# design 1

**Design 1: zoomed window**

Window x 18 to 43, y 79 to 104 um. Cells in gray, sequential cells in the stronger gray; small squares are vias.
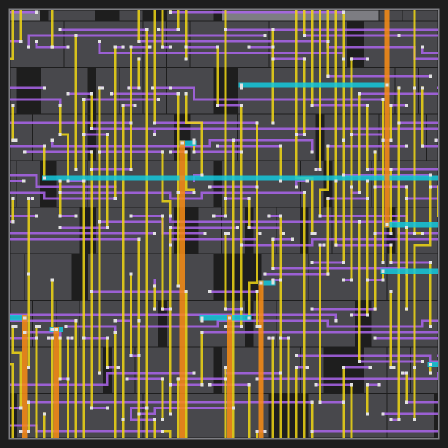

==> config.mk <==
export PLATFORM = sky130hd
export DESIGN_NAME = i2c_cfg_sequencer
export DESIGN_NICKNAME = d
export VERILOG_FILES = /design/src/rtl/i2c_cfg_sequencer.sv
export SDC_FILE = /design/constraint.sdc
export NUM_CORES = 1
export LEC_CHECK = 0
export CORE_AREA = 2 2 118 120
export DETAILED_ROUTE_END_ITERATION = 10
export DIE_AREA = 0 0 120 122
export PLACE_DENSITY_LB_ADDON = 0.3
export SYNTH_ARGS = -nofsm -noshare
export SYNTH_HDL_FRONTEND = slang
export SYNTH_SLANG_ARGS = --single-unit
==> constraint.sdc <==
create_clock -name clk -period 5.35 [get_ports clk]
set_input_delay 1.07 -clock clk [delete_from_list [all_inputs] [get_ports clk]]
set_output_delay 1.07 -clock clk [all_outputs]
set_load 0.02 [all_outputs]
==> src/rtl/i2c_cfg_sequencer.sv <==
// i2c_cfg_sequencer: walks an external config LUT (lut_*) issuing I2C writes (i2c_*) with delay entries, NACK retries and run status (cfg_*)
module i2c_cfg_sequencer #(
  parameter int LUT_AW      = 9,
  parameter int ADDR_W      = 8,
  parameter int TICK_CYC    = 50000,
  parameter int PWR_WAIT    = 1000000,
  parameter int MAX_RETRY   = 3,
  parameter int SKIP_ON_ERR = 0,
  parameter int AUTO_START  = 1
) (
  input  logic                   clk,
  input  logic                   rst_n,
  input  logic                   cfg_start,
  output logic [LUT_AW-1:0]      lut_index,
  input  logic [16+ADDR_W-1:0]   lut_data,
  input  logic [LUT_AW-1:0]      lut_size,
  output logic                   i2c_valid,
  input  logic                   i2c_ready,
  output logic [7:0]             i2c_dev,
  output logic [ADDR_W-1:0]      i2c_addr,
  output logic [7:0]             i2c_wdata,
  input  logic                   i2c_done,
  input  logic                   i2c_nack,
  output logic                   cfg_busy,
  output logic                   cfg_done,
  output logic                   cfg_err,
  output logic [LUT_AW-1:0]      err_index
);
  localparam int DW = 16 + $clog2(TICK_CYC + 1);
  localparam int PW = $clog2(PWR_WAIT + 1) + 1;
  localparam int CW = DW > PW ? DW : PW;
  localparam int RW = $clog2(MAX_RETRY + 1) + 1;
  localparam logic [3:0] IDLE     = 4'd0;
  localparam logic [3:0] PWAIT    = 4'd1;
  localparam logic [3:0] FETCH    = 4'd2;
  localparam logic [3:0] ISSUE    = 4'd3;
  localparam logic [3:0] WAIT_RSP = 4'd4;
  localparam logic [3:0] DELAY    = 4'd5;
  localparam logic [3:0] NEXT     = 4'd6;
  localparam logic [3:0] DONE     = 4'd7;
  localparam logic [3:0] FAIL     = 4'd8;
  logic [3:0]        state;
  logic [CW-1:0]     cnt;
  logic [RW-1:0]     retry;
  logic              boot;
  logic [LUT_AW-1:0] nxt_index;
  logic [7:0]        fetch_dev;
  assign fetch_dev = lut_data[ADDR_W+15:ADDR_W+8];
  assign nxt_index = lut_index + 1'b1;
  assign i2c_valid = state == ISSUE;
  assign cfg_done  = state == DONE || state == FAIL;
  assign cfg_busy  = !(state == IDLE || cfg_done);
  // cnt is shared: power-up wait count in PWAIT, delay length in DELAY; both count down to 1
  always_ff @(posedge clk or negedge rst_n) begin
    if (!rst_n) begin
      state     <= IDLE;
      cnt       <= '0;
      retry     <= '0;
      boot      <= 1'b1;
      lut_index <= '0;
      i2c_dev   <= '0;
      i2c_addr  <= '0;
      i2c_wdata <= '0;
      cfg_err   <= 1'b0;
      err_index <= '0;
    end else begin
      boot <= 1'b0;
      case (state)
        IDLE, DONE, FAIL:
          if (cfg_start || (AUTO_START != 0 && boot)) begin
            state     <= PWAIT;
            cnt       <= CW'(PWR_WAIT);
            retry     <= '0;
            lut_index <= '0;
            cfg_err   <= 1'b0;
            err_index <= '0;
          end
        PWAIT:
          if (cnt <= CW'(1)) state <= lut_size == '0 ? DONE : FETCH;
          else cnt <= cnt - 1'b1;
        FETCH: begin
          i2c_dev   <= fetch_dev;
          i2c_addr  <= lut_data[ADDR_W+7:8];
          i2c_wdata <= lut_data[7:0];
          cnt       <= CW'(lut_data[15:0]) * CW'(TICK_CYC);
          state     <= fetch_dev == 8'hFF ? DELAY : ISSUE;
        end
        ISSUE:
          if (i2c_ready) state <= WAIT_RSP;
        WAIT_RSP:
          if (i2c_done) begin
            if (!i2c_nack) state <= NEXT;
            else if (retry < RW'(MAX_RETRY)) begin
              retry <= retry + 1'b1;
              state <= ISSUE;
            end else begin
              if (!cfg_err) err_index <= lut_index;
              cfg_err <= 1'b1;
              state   <= SKIP_ON_ERR != 0 ? NEXT : FAIL;
            end
          end
        DELAY:
          if (cnt <= CW'(1)) state <= NEXT;
          else cnt <= cnt - 1'b1;
        NEXT: begin
          retry     <= '0;
          lut_index <= nxt_index;
          state     <= nxt_index == lut_size ? DONE : FETCH;
        end
        default: state <= IDLE;
      endcase
    end
  end
endmodule

# design 2

### src/rtl/bar_level_counter_if.sv
// bar_level_counter_if
//   Board-side user I/O bundle for the bar-graph level counter.
//   Buttons are raw active-low pins (asynchronous to clk); the display
//   signals are driven by the counter.
//   master : board / testbench side (drives buttons, observes display)
//   slave  : bar_level_counter side
//   btn_up_n, btn_dn_n, btn_clr_n : active-low push buttons
//   led    [N_LED]  : thermometer bar
//   level  [LVL_W]  : current level
//   seg    [7]      : active-low 7-seg pattern, gfedcba
//   at_max, at_min  : level at N_LED / at 0
interface bar_level_counter_if #(
  parameter int N_LED = 8,
  parameter int LVL_W = 4
);
  logic             btn_up_n;
  logic             btn_dn_n;
  logic             btn_clr_n;
  logic [N_LED-1:0] led;
  logic [LVL_W-1:0] level;
  logic [6:0]       seg;
  logic             at_max;
  logic             at_min;

  modport master (
    output btn_up_n, btn_dn_n, btn_clr_n,
    input  led, level, seg, at_max, at_min
  );

  modport slave (
    input  btn_up_n, btn_dn_n, btn_clr_n,
    output led, level, seg, at_max, at_min
  );
endinterface

### src/rtl/bar_level_counter.sv
// bar_level_counter
//   Push-button up/down level counter with LED bar-graph and hex 7-seg readout.
//   Each button passes through a 2-flop synchroniser and a debouncer; up and
//   down each drive a hold-to-auto-repeat FSM that emits one-cycle step pulses.
//   Clear (held low) forces the level to 0 and overrides steps.
//   Ports:
//     clk : system clock
//     rst : asynchronous reset, active-high
//     io  : bar_level_counter_if.slave (buttons in, led/level/seg/at_max/at_min out)

// ---------------------------------------------------------------------------
// btn_debounce : synchroniser + debouncer for one active-low button.
//   o_stable is the accepted (debounced) level, released = 1.
//   A change is accepted on the sample after DEB_CYCLES consecutive
//   mismatching samples, so a clean fall sampled at edge 0 shows as
//   stable low after edge 2+DEB_CYCLES.
// ---------------------------------------------------------------------------
module btn_debounce #(
  parameter int DEB_CYCLES = 4
) (
  input  logic clk,
  input  logic rst,
  input  logic i_btn_n,
  output logic o_stable
);
  localparam int CW = $clog2(DEB_CYCLES + 1);

  logic          r_sync1;
  logic          r_sync2;
  logic          r_stable;
  logic [CW-1:0] r_cnt;

  always_ff @(posedge clk or posedge rst) begin
    if (rst) begin
      r_sync1  <= 1'b1;
      r_sync2  <= 1'b1;
      r_stable <= 1'b1;
      r_cnt    <= '0;
    end else begin
      r_sync1 <= i_btn_n;
      r_sync2 <= r_sync1;
      if (r_sync2 != r_stable) begin
        // counter saturated at DEB_CYCLES and still different: accept
        if (r_cnt == CW'(DEB_CYCLES)) begin
          r_stable <= r_sync2;
          r_cnt    <= '0;
        end else begin
          r_cnt <= r_cnt + 1'b1;
        end
      end else begin
        r_cnt <= '0;
      end
    end
  end

  assign o_stable = r_stable;
endmodule

// ---------------------------------------------------------------------------
// btn_repeat : press detect + hold-to-auto-repeat FSM for one button.
//   i_stable : debounced button (active-low)
//   o_step   : one-cycle step pulse (first step on the press cycle itself)
// ---------------------------------------------------------------------------
module btn_repeat #(
  parameter int REPEAT_DELAY = 16,
  parameter int REPEAT_RATE  = 4
) (
  input  logic clk,
  input  logic rst,
  input  logic i_stable,
  output logic o_step
);
  localparam int TMAX = (REPEAT_DELAY > REPEAT_RATE) ? REPEAT_DELAY : REPEAT_RATE;
  localparam int TW   = $clog2(TMAX + 1);

  typedef enum logic [1:0] {S_IDLE, S_DELAY, S_REPEAT} state_t;

  state_t        r_state;
  state_t        w_state_nxt;
  logic [TW-1:0] r_timer;
  logic [TW-1:0] w_timer_nxt;
  logic          r_stable_d;
  logic          w_press;
  logic          w_held;

  assign w_press = r_stable_d & ~i_stable;
  assign w_held  = ~i_stable;

  always_ff @(posedge clk or posedge rst) begin
    if (rst) begin
      r_state    <= S_IDLE;
      r_timer    <= '0;
      r_stable_d <= 1'b1;
    end else begin
      r_state    <= w_state_nxt;
      r_timer    <= w_timer_nxt;
      r_stable_d <= i_stable;
    end
  end

  always_comb begin
    w_state_nxt = r_state;
    w_timer_nxt = r_timer;
    o_step      = 1'b0;
    case (r_state)
      S_IDLE: begin
        if (w_press) begin
          o_step      = 1'b1;
          w_state_nxt = S_DELAY;
          w_timer_nxt = '0;
        end
      end
      S_DELAY: begin
        if (!w_held) begin
          w_state_nxt = S_IDLE;
          w_timer_nxt = '0;
        end else if (r_timer == TW'(REPEAT_DELAY - 1)) begin
          o_step      = 1'b1;
          w_state_nxt = S_REPEAT;
          w_timer_nxt = '0;
        end else begin
          w_timer_nxt = r_timer + 1'b1;
        end
      end
      S_REPEAT: begin
        if (!w_held) begin
          w_state_nxt = S_IDLE;
          w_timer_nxt = '0;
        end else if (r_timer == TW'(REPEAT_RATE - 1)) begin
          o_step      = 1'b1;
          w_timer_nxt = '0;
        end else begin
          w_timer_nxt = r_timer + 1'b1;
        end
      end
      default: begin
        w_state_nxt = S_IDLE;
        w_timer_nxt = '0;
      end
    endcase
  end
endmodule

// ---------------------------------------------------------------------------
// bar_level_counter : top
// ---------------------------------------------------------------------------
module bar_level_counter #(
  parameter int N_LED        = 8,
  parameter int LVL_W        = 4,
  parameter int DEB_CYCLES   = 4,
  parameter int REPEAT_DELAY = 16,
  parameter int REPEAT_RATE  = 4,
  parameter int WRAP         = 0
) (
  input  logic             clk,
  input  logic             rst,
  bar_level_counter_if.slave io
);
  localparam logic [LVL_W-1:0] L_MAX = LVL_W'(N_LED);

  // button lanes: 0 = up, 1 = dn, 2 = clr
  logic [2:0]       w_btn_n;
  logic [2:0]       w_stable;
  logic [1:0]       w_step;
  logic [LVL_W-1:0] r_level;
  logic [N_LED-1:0] w_led;
  logic [3:0]       w_nib;
  logic [6:0]       w_seg;

  assign w_btn_n = {io.btn_clr_n, io.btn_dn_n, io.btn_up_n};

  for (genvar g = 0; g < 3; g++) begin : g_deb
    btn_debounce #(.DEB_CYCLES(DEB_CYCLES)) u_deb (
      .clk      (clk),
      .rst      (rst),
      .i_btn_n  (w_btn_n[g]),
      .o_stable (w_stable[g])
    );
  end

  // Only up/dn repeat; clear is level-sensitive.
  for (genvar g = 0; g < 2; g++) begin : g_rep
    btn_repeat #(
      .REPEAT_DELAY (REPEAT_DELAY),
      .REPEAT_RATE  (REPEAT_RATE)
    ) u_rep (
      .clk      (clk),
      .rst      (rst),
      .i_stable (w_stable[g]),
      .o_step   (w_step[g])
    );
  end

  // Clear wins; FSMs keep running so a held up/dn resumes after clear release.
  always_ff @(posedge clk or posedge rst) begin
    if (rst) begin
      r_level <= '0;
    end else if (!w_stable[2]) begin
      r_level <= '0;
    end else if (w_step[0] && w_step[1]) begin
      r_level <= r_level;
    end else if (w_step[0]) begin
      if (r_level == L_MAX) r_level <= (WRAP != 0) ? '0 : L_MAX;
      else                  r_level <= r_level + 1'b1;
    end else if (w_step[1]) begin
      if (r_level == '0) r_level <= (WRAP != 0) ? L_MAX : '0;
      else               r_level <= r_level - 1'b1;
    end
  end

  for (genvar g = 0; g < N_LED; g++) begin : g_led
    assign w_led[g] = (r_level > LVL_W'(g));
  end

  if (LVL_W >= 4) begin : g_nib_wide
    assign w_nib = r_level[3:0];
  end else begin : g_nib_narrow
    assign w_nib = {{(4 - LVL_W){1'b0}}, r_level};
  end

  // active-low gfedcba hex decoder
  always_comb begin
    w_seg = 7'b1111111;
    case (w_nib)
      4'h0: w_seg = 7'b1000000;
      4'h1: w_seg = 7'b1111001;
      4'h2: w_seg = 7'b0100100;
      4'h3: w_seg = 7'b0110000;
      4'h4: w_seg = 7'b0011001;
      4'h5: w_seg = 7'b0010010;
      4'h6: w_seg = 7'b0000010;
      4'h7: w_seg = 7'b1111000;
      4'h8: w_seg = 7'b0000000;
      4'h9: w_seg = 7'b0010000;
      4'hA: w_seg = 7'b0001000;
      4'hB: w_seg = 7'b0000011;
      4'hC: w_seg = 7'b1000110;
      4'hD: w_seg = 7'b0100001;
      4'hE: w_seg = 7'b0000110;
      4'hF: w_seg = 7'b0001110;
      default: w_seg = 7'b1111111;
    endcase
  end

  assign io.level  = r_level;
  assign io.led    = w_led;
  assign io.seg    = w_seg;
  assign io.at_max = (r_level == L_MAX);
  assign io.at_min = (r_level == '0);
endmodule

### src/flat_wrapper.sv
// flat-port wrapper written by rule: the top's interface ports become plain ports
module bar_level_counter_flat 
#(
  parameter int N_LED        = 8,
  parameter int LVL_W        = 4,
  parameter int DEB_CYCLES   = 4,
  parameter int REPEAT_DELAY = 16,
  parameter int REPEAT_RATE  = 4,
  parameter int WRAP         = 0
)
  (clk, rst, io_btn_up_n, io_btn_dn_n, io_btn_clr_n, io_led, io_level, io_seg, io_at_max, io_at_min);
  bar_level_counter_if #(.N_LED(N_LED), .LVL_W(LVL_W)) io_i ();
  input  logic clk;
  input  logic rst;
  input wire logic [$bits(io_i.btn_up_n)-1:0] io_btn_up_n;
  input wire logic [$bits(io_i.btn_dn_n)-1:0] io_btn_dn_n;
  input wire logic [$bits(io_i.btn_clr_n)-1:0] io_btn_clr_n;
  output wire logic [$bits(io_i.led)-1:0] io_led;
  output wire logic [$bits(io_i.level)-1:0] io_level;
  output wire logic [$bits(io_i.seg)-1:0] io_seg;
  output wire logic [$bits(io_i.at_max)-1:0] io_at_max;
  output wire logic [$bits(io_i.at_min)-1:0] io_at_min;
  assign io_i.btn_up_n = io_btn_up_n;
  assign io_i.btn_dn_n = io_btn_dn_n;
  assign io_i.btn_clr_n = io_btn_clr_n;
  assign io_led = io_i.led;
  assign io_level = io_i.level;
  assign io_seg = io_i.seg;
  assign io_at_max = io_i.at_max;
  assign io_at_min = io_i.at_min;
  bar_level_counter #(.N_LED(N_LED), .LVL_W(LVL_W), .DEB_CYCLES(DEB_CYCLES), .REPEAT_DELAY(REPEAT_DELAY), .REPEAT_RATE(REPEAT_RATE), .WRAP(WRAP)) u_core (.clk(clk), .rst(rst), .io(io_i));
endmodule
### config.mk
export PLATFORM = sky130hd
export DESIGN_NAME = bar_level_counter_flat
export DESIGN_NICKNAME = d
export VERILOG_FILES = /design/src/rtl/bar_level_counter_if.sv /design/src/rtl/bar_level_counter.sv /design/src/flat_wrapper.sv
export SDC_FILE = /design/constraint.sdc
export NUM_CORES = 1
export LEC_CHECK = 0
export ABC_AREA = 1
export CORE_MARGIN = 8
export CORE_UTILIZATION = 50
export DETAILED_ROUTE_END_ITERATION = 12
export PLACE_DENSITY = 0.78
export SETUP_SLACK_MARGIN = 0.1
export SLEW_MARGIN = 10
export SYNTH_ARGS = -nofsm -noshare
export SYNTH_HDL_FRONTEND = slang
export SYNTH_SLANG_ARGS = --single-unit
### constraint.sdc
create_clock -name clk -period 2.4 [get_ports clk]
set_input_delay 0.6 -clock clk [delete_from_list [all_inputs] [get_ports clk]]
set_output_delay 0.6 -clock clk [all_outputs]
set_load 0.03 [all_outputs]
**Design 1: placement by cell class**

Scale: 3 px per um.
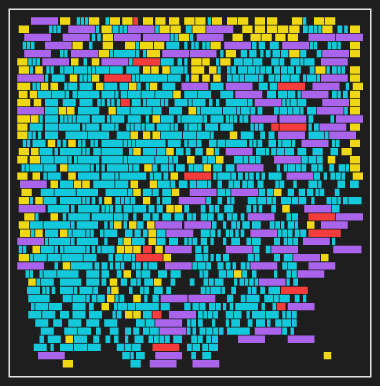
yellow -> other buffers and delay cells  # cells 174
cyan -> combinational and other logic  # cells 823
red -> clock drivers and dummy loads  # cells 16
purple -> flops  # cells 83

About 'zoomed window' of design 1:
yellow -> metal 2
orange -> metal 4
cyan -> metal 3
purple -> metal 1
most frequent = inv_1 (20), ha_1 (18), buf_4 (7)
sequential cells in the window = 0
cells with their middle in the window = 62

==> impl_metrics.csv, design 1 <==
group,metric,value,unit
status,status,"complete, no violations",
place,hpwlAfterDp,16270,um
clock_network,cts_resized,5,
drt,drt.antenna.violating_nets,0,
drt,drtPass1Iterations,5,
grt,antenna_found_initial,0,
setup_path,worstSetupPathType,"primary input to flip-flop",
grt,grt_start_max_net_pins,60,
clock_network,cts_root_buf,"clkbuf_16",
grt,grt_overflow,0,
grt,grt_use_met2,0.5206,
setup_path,reg2reg_to,"cnt[18]",
yosys,syn_nets,1129,
power,internal_power,2.968,mW
yosys,async_flop_share,1.000,
final_timing,finClkSkew,11.42,ps
==> design 1: state kept, by name, summed over array words and instances (netlist names) <==
signal / cells
lut_index: 9
state: 4
i2c_wdata: 8
err_index: 9
retry: 3
i2c_dev: 8
cfg_err: 1
boot: 1
i2c_addr: 8
cnt: 32
==> design 1: per-stage QoR <==
stage	total power [mW]	TNS, ps	cells	util	hold slack (ps)
global route	6.111	-4.476	1276	0.7419	508.5
global placement	4.672	-2311	1258	0.7088	457.8
CTS	5.484	0	1274	0.7320	477.2
finish	5.653	0	1276	0.7419	479.1
floorplan	3.408	0	940	-	470.3
detailed placement	4.774	-4011	1258	0.7088	461.3
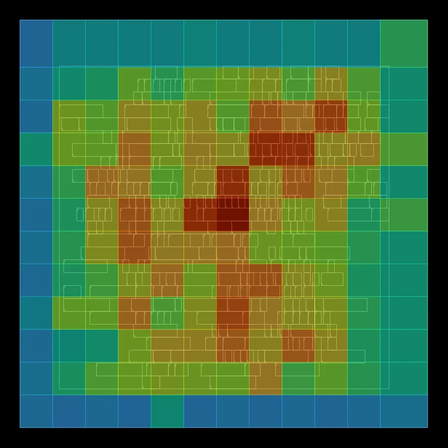
**Above:** design 2 (routing congestion map).
M1 GR Usage: 0.1565
Total GRT Usage: 0.1411

==> impl_metrics.csv, design 2 <==
group,metric,value,unit
yosys,yosysTopAreaCellShare,0.2768,
setup_path,worstSetupPathType,"flip-flop to output pin",
die,dieArea,7374,um^2
yosys,netlist_instances,301,
drt,drt-total-wl,4871,um
setup_path,timing.rr.start,"u_core.g_rep[0].u_rep.r_timer[1]",
drt,drt-vias-per-instance,4.937,
setup_path,cp-start-kind,"flip-flop",
setup_path,critPathMaxStageDelay,420,ps
layout,final-comb-area,1267,um^2
power,combPwrFrac,0.568,
clock_network,clockBufferDepth,2,
layout,top_area_cell_class,"combinational gates",
final_timing,slew_headroom,0.6928,
clock_network,clock_sinks,38,
final_timing,setup_ws,141.1,ps
yosys,logic_family,"simple AND/OR/NAND/NOR gates",
yosys,ys_sh_adder,0.1333,
clock_network,cts_buffers,5,
status,status,"complete, no violations",
setup_path,worstPathArrival,1660,ps
design 2: registers in the layout (all words and copies together), names as in the netlist:
| signal | flops |
|---|---|
| u_core.g_deb.u_deb.r_sync1 | 3 |
| u_core.g_rep.u_rep.r_stable_d | 2 |
| u_core.io.level | 4 |
| u_core.g_rep.u_rep.r_state | 4 |
| u_core.g_deb.u_deb.r_cnt | 9 |
| u_core.g_deb.u_deb.r_sync2 | 3 |
| u_core.g_rep.u_rep.r_timer | 10 |
| u_core.g_deb.u_deb.o_stable | 3 |

# design 3

==> config.mk <==
export PLATFORM = sky130hd
export DESIGN_NAME = sd_sector_fill
export DESIGN_NICKNAME = d
export VERILOG_FILES = /design/src/rtl/sd_pkg.sv /design/src/rtl/sd_sector_fill.sv
export SDC_FILE = /design/constraint.sdc
export NUM_CORES = 1
export LEC_CHECK = 0
export CAP_MARGIN = 40
export CORE_ASPECT_RATIO = 1.2
export CORE_MARGIN = 2
export CORE_UTILIZATION = 30
export DETAILED_ROUTE_END_ITERATION = 7
export GPL_ROUTABILITY_DRIVEN = 0
export SYNTH_ARGS = -nofsm -noshare
export SYNTH_HDL_FRONTEND = slang
export SYNTH_SLANG_ARGS = --single-unit
==> constraint.sdc <==
create_clock -name clk -period 2.69 [get_ports clk]
set_input_delay 0.538 -clock clk [delete_from_list [all_inputs] [get_ports clk]]
set_output_delay 0.538 -clock clk [all_outputs]
set_load 0.03 [all_outputs]
==> src/rtl/sd_pkg.sv <==
// Shared types and constants for the SD single-block read engine.
package sd_pkg;

    typedef enum logic [2:0] {
        ST_IDLE,
        ST_POLL,
        ST_DATA,
        ST_CRC,
        ST_DONE,
        ST_ERR
    } state_t;

    localparam logic [7:0] START_TOKEN    = 8'hFE;
    localparam logic [7:0] IDLE_BYTE      = 8'hFF;
    localparam logic [8:0] LAST_BYTE_IDX  = 9'd511;

    localparam logic [1:0] ERR_NONE       = 2'd0;
    localparam logic [1:0] ERR_TIMEOUT    = 2'd1;
    localparam logic [1:0] ERR_DATA_TOKEN = 2'd2;

    // Card data-error tokens have the top three bits clear.
    function automatic logic is_error_token(input logic [7:0] b);
        return (b[7:5] == 3'b000);
    endfunction

endpackage

==> src/rtl/sd_sector_fill.sv <==
// Reads one 512-byte SD data block over a byte-wide SPI engine: polls for the
// start token, streams the payload into the sector buffer, then captures CRC16.
module sd_sector_fill
    import sd_pkg::*;
#(
    parameter logic [15:0] TOKEN_TIMEOUT = 16'd65535
) (
    input  logic        clk,
    input  logic        rst_n,
    input  logic        start,
    output logic        busy,
    output logic        done,
    output logic        err,
    output logic [1:0]  err_code,
    output logic [15:0] crc,
    output logic        spi_start,
    output logic [7:0]  spi_tx,
    input  logic        spi_done,
    input  logic [7:0]  spi_rx,
    output logic [8:0]  wr_addr,
    output logic [7:0]  wr_data,
    output logic        wr_en
);

    state_t      state_q, state_d;
    logic [15:0] poll_cnt_q, poll_cnt_d;
    logic [8:0]  byte_cnt_q, byte_cnt_d;
    logic        crc_hi_q, crc_hi_d;
    logic [15:0] crc_q, crc_d;
    logic        err_q, err_d;
    logic [1:0]  err_code_q, err_code_d;
    logic        spi_start_q, spi_start_d;
    logic        wr_en_q, wr_en_d;
    logic [8:0]  wr_addr_q, wr_addr_d;
    logic [7:0]  wr_data_q, wr_data_d;

    always_ff @(posedge clk) begin
        if (!rst_n) begin
            state_q     <= ST_IDLE;
            poll_cnt_q  <= '0;
            byte_cnt_q  <= '0;
            crc_hi_q    <= 1'b0;
            crc_q       <= '0;
            err_q       <= 1'b0;
            err_code_q  <= ERR_NONE;
            spi_start_q <= 1'b0;
            wr_en_q     <= 1'b0;
            wr_addr_q   <= '0;
            wr_data_q   <= '0;
        end else begin
            state_q     <= state_d;
            poll_cnt_q  <= poll_cnt_d;
            byte_cnt_q  <= byte_cnt_d;
            crc_hi_q    <= crc_hi_d;
            crc_q       <= crc_d;
            err_q       <= err_d;
            err_code_q  <= err_code_d;
            spi_start_q <= spi_start_d;
            wr_en_q     <= wr_en_d;
            wr_addr_q   <= wr_addr_d;
            wr_data_q   <= wr_data_d;
        end
    end

    // A new transfer is launched on entry to each transfer state and after every
    // spi_done that keeps the state, so exactly one byte is ever in flight.
    always_comb begin
        state_d     = state_q;
        poll_cnt_d  = poll_cnt_q;
        byte_cnt_d  = byte_cnt_q;
        crc_hi_d    = crc_hi_q;
        crc_d       = crc_q;
        err_d       = err_q;
        err_code_d  = err_code_q;
        spi_start_d = 1'b0;
        wr_en_d     = 1'b0;
        wr_addr_d   = wr_addr_q;
        wr_data_d   = wr_data_q;

        case (state_q)
            ST_IDLE: begin
                if (start) begin
                    state_d     = ST_POLL;
                    err_d       = 1'b0;
                    err_code_d  = ERR_NONE;
                    poll_cnt_d  = '0;
                    byte_cnt_d  = '0;
                    crc_hi_d    = 1'b0;
                    spi_start_d = 1'b1;
                end
            end
            ST_POLL: begin
                if (spi_done) begin
                    if (spi_rx == START_TOKEN) begin
                        state_d     = ST_DATA;
                        spi_start_d = 1'b1;
                    end else if (is_error_token(spi_rx)) begin
                        state_d    = ST_ERR;
                        err_d      = 1'b1;
                        err_code_d = ERR_DATA_TOKEN;
                    end else begin
                        poll_cnt_d = poll_cnt_q + 16'd1;
                        if (poll_cnt_q + 16'd1 == TOKEN_TIMEOUT) begin
                            state_d    = ST_ERR;
                            err_d      = 1'b1;
                            err_code_d = ERR_TIMEOUT;
                        end else begin
                            spi_start_d = 1'b1;
                        end
                    end
                end
            end
            ST_DATA: begin
                if (spi_done) begin
                    wr_en_d     = 1'b1;
                    wr_data_d   = spi_rx;
                    wr_addr_d   = byte_cnt_q;
                    byte_cnt_d  = byte_cnt_q + 9'd1;
                    spi_start_d = 1'b1;
                    if (byte_cnt_q == LAST_BYTE_IDX) begin
                        state_d = ST_CRC;
                    end
                end
            end
            ST_CRC: begin
                if (spi_done) begin
                    if (!crc_hi_q) begin
                        crc_d[15:8] = spi_rx;
                        crc_hi_d    = 1'b1;
                        spi_start_d = 1'b1;
                    end else begin
                        crc_d[7:0] = spi_rx;
                        state_d    = ST_DONE;
                    end
                end
            end
            ST_DONE: state_d = ST_IDLE;
            ST_ERR:  state_d = ST_IDLE;
            default: state_d = ST_IDLE;
        endcase
    end

    assign busy      = (state_q == ST_POLL) || (state_q == ST_DATA) || (state_q == ST_CRC);
    assign done      = (state_q == ST_DONE);
    assign err       = err_q;
    assign err_code  = err_code_q;
    assign crc       = crc_q;
    assign spi_start = spi_start_q;
    assign spi_tx    = IDLE_BYTE;
    assign wr_en     = wr_en_q;
    assign wr_addr   = wr_addr_q;
    assign wr_data   = wr_data_q;

endmodule

==> impl_metrics.csv <==
group,metric,value,unit
place,pre_cts_ws,110.3,ps
yosys,ys_area,3162,um^2
min_path,whs_path_depth,2,
layout,lay_top_count,"dfxtp_1",
die,die_x,97.72,um
power,p_sw,734.9,uW
min_path,hold_end,"wr_addr[6]",
yosys,synth.avg_cell_area,7.924,um^2
grt,antenna_found_initial,0,
setup_path,end_kind,"flip-flop",
die,dieArea,11380,um^2
yosys,ys_seq_frac,0.4242,
die,taps,129,
yosys,yosys-top-cells-area,"dfxtp_1 42%, nand2_1 7.0%, a21oi_1 7.0%",
clock_network,post_cts_buffers,0,
status,status,"complete, no violations",
yosys,netlist_instances,399,
setup_path,reg2reg_to,"state_q[1]",
-- flip-flops by register name, indices dropped and copies added (netlist names) --
register and flops:
wr_en 1, err_code 2, err 1, poll_cnt_q 16
wr_data 8, crc_hi_q 1, spi_start 1, byte_cnt_q 9
crc 16, wr_addr 9, state_q 3
-- through the flow --
step	hold WS [ps]	cells	power, mW
after global placement	441.4	580	1.535
after global routing	473.0	593	2.743
after CTS	454.1	593	2.634
after floorplan	449.4	406	1.360
after detailed placement	446.5	580	1.541
final	451.0	593	2.621
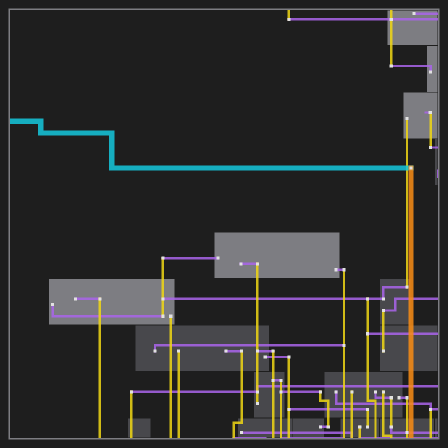
**Above:** design 3 (zoomed window).
Window x 12 to 37, y 75 to 100 um. Cells in gray, sequential cells in the stronger gray; small squares are vias.
cyan -> metal 3
purple -> metal 1
orange -> metal 4
yellow -> metal 2
netlist names of flops here include = poll_cnt_q (2)
most frequent = dfxtp_1 (2)
cells with their middle in the window = 6
sequential cells in the window = 2



## Gallery

Cells by drive strength.
panel A
Scale: 3 px per um.
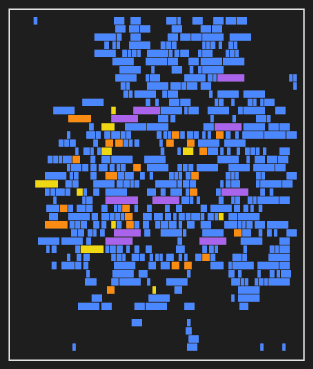
panel B
Scale: 3 px per um.
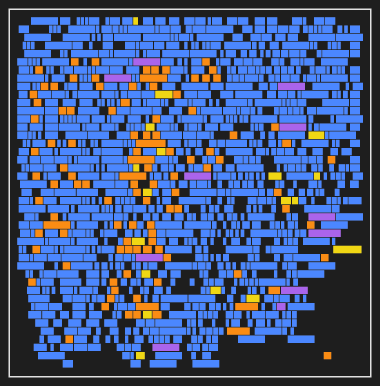
panel C
Scale: 4 px per um.
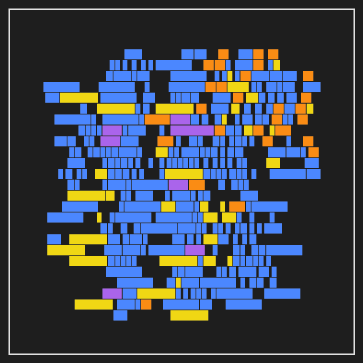
For design 1, see panel B.
For design 2, see panel C.
For design 3, see panel A.
Of these, most cells: panel B
Of these, fewest cells: panel C

Power figures rest on the tool's default switching activity, not on a simulated workload.
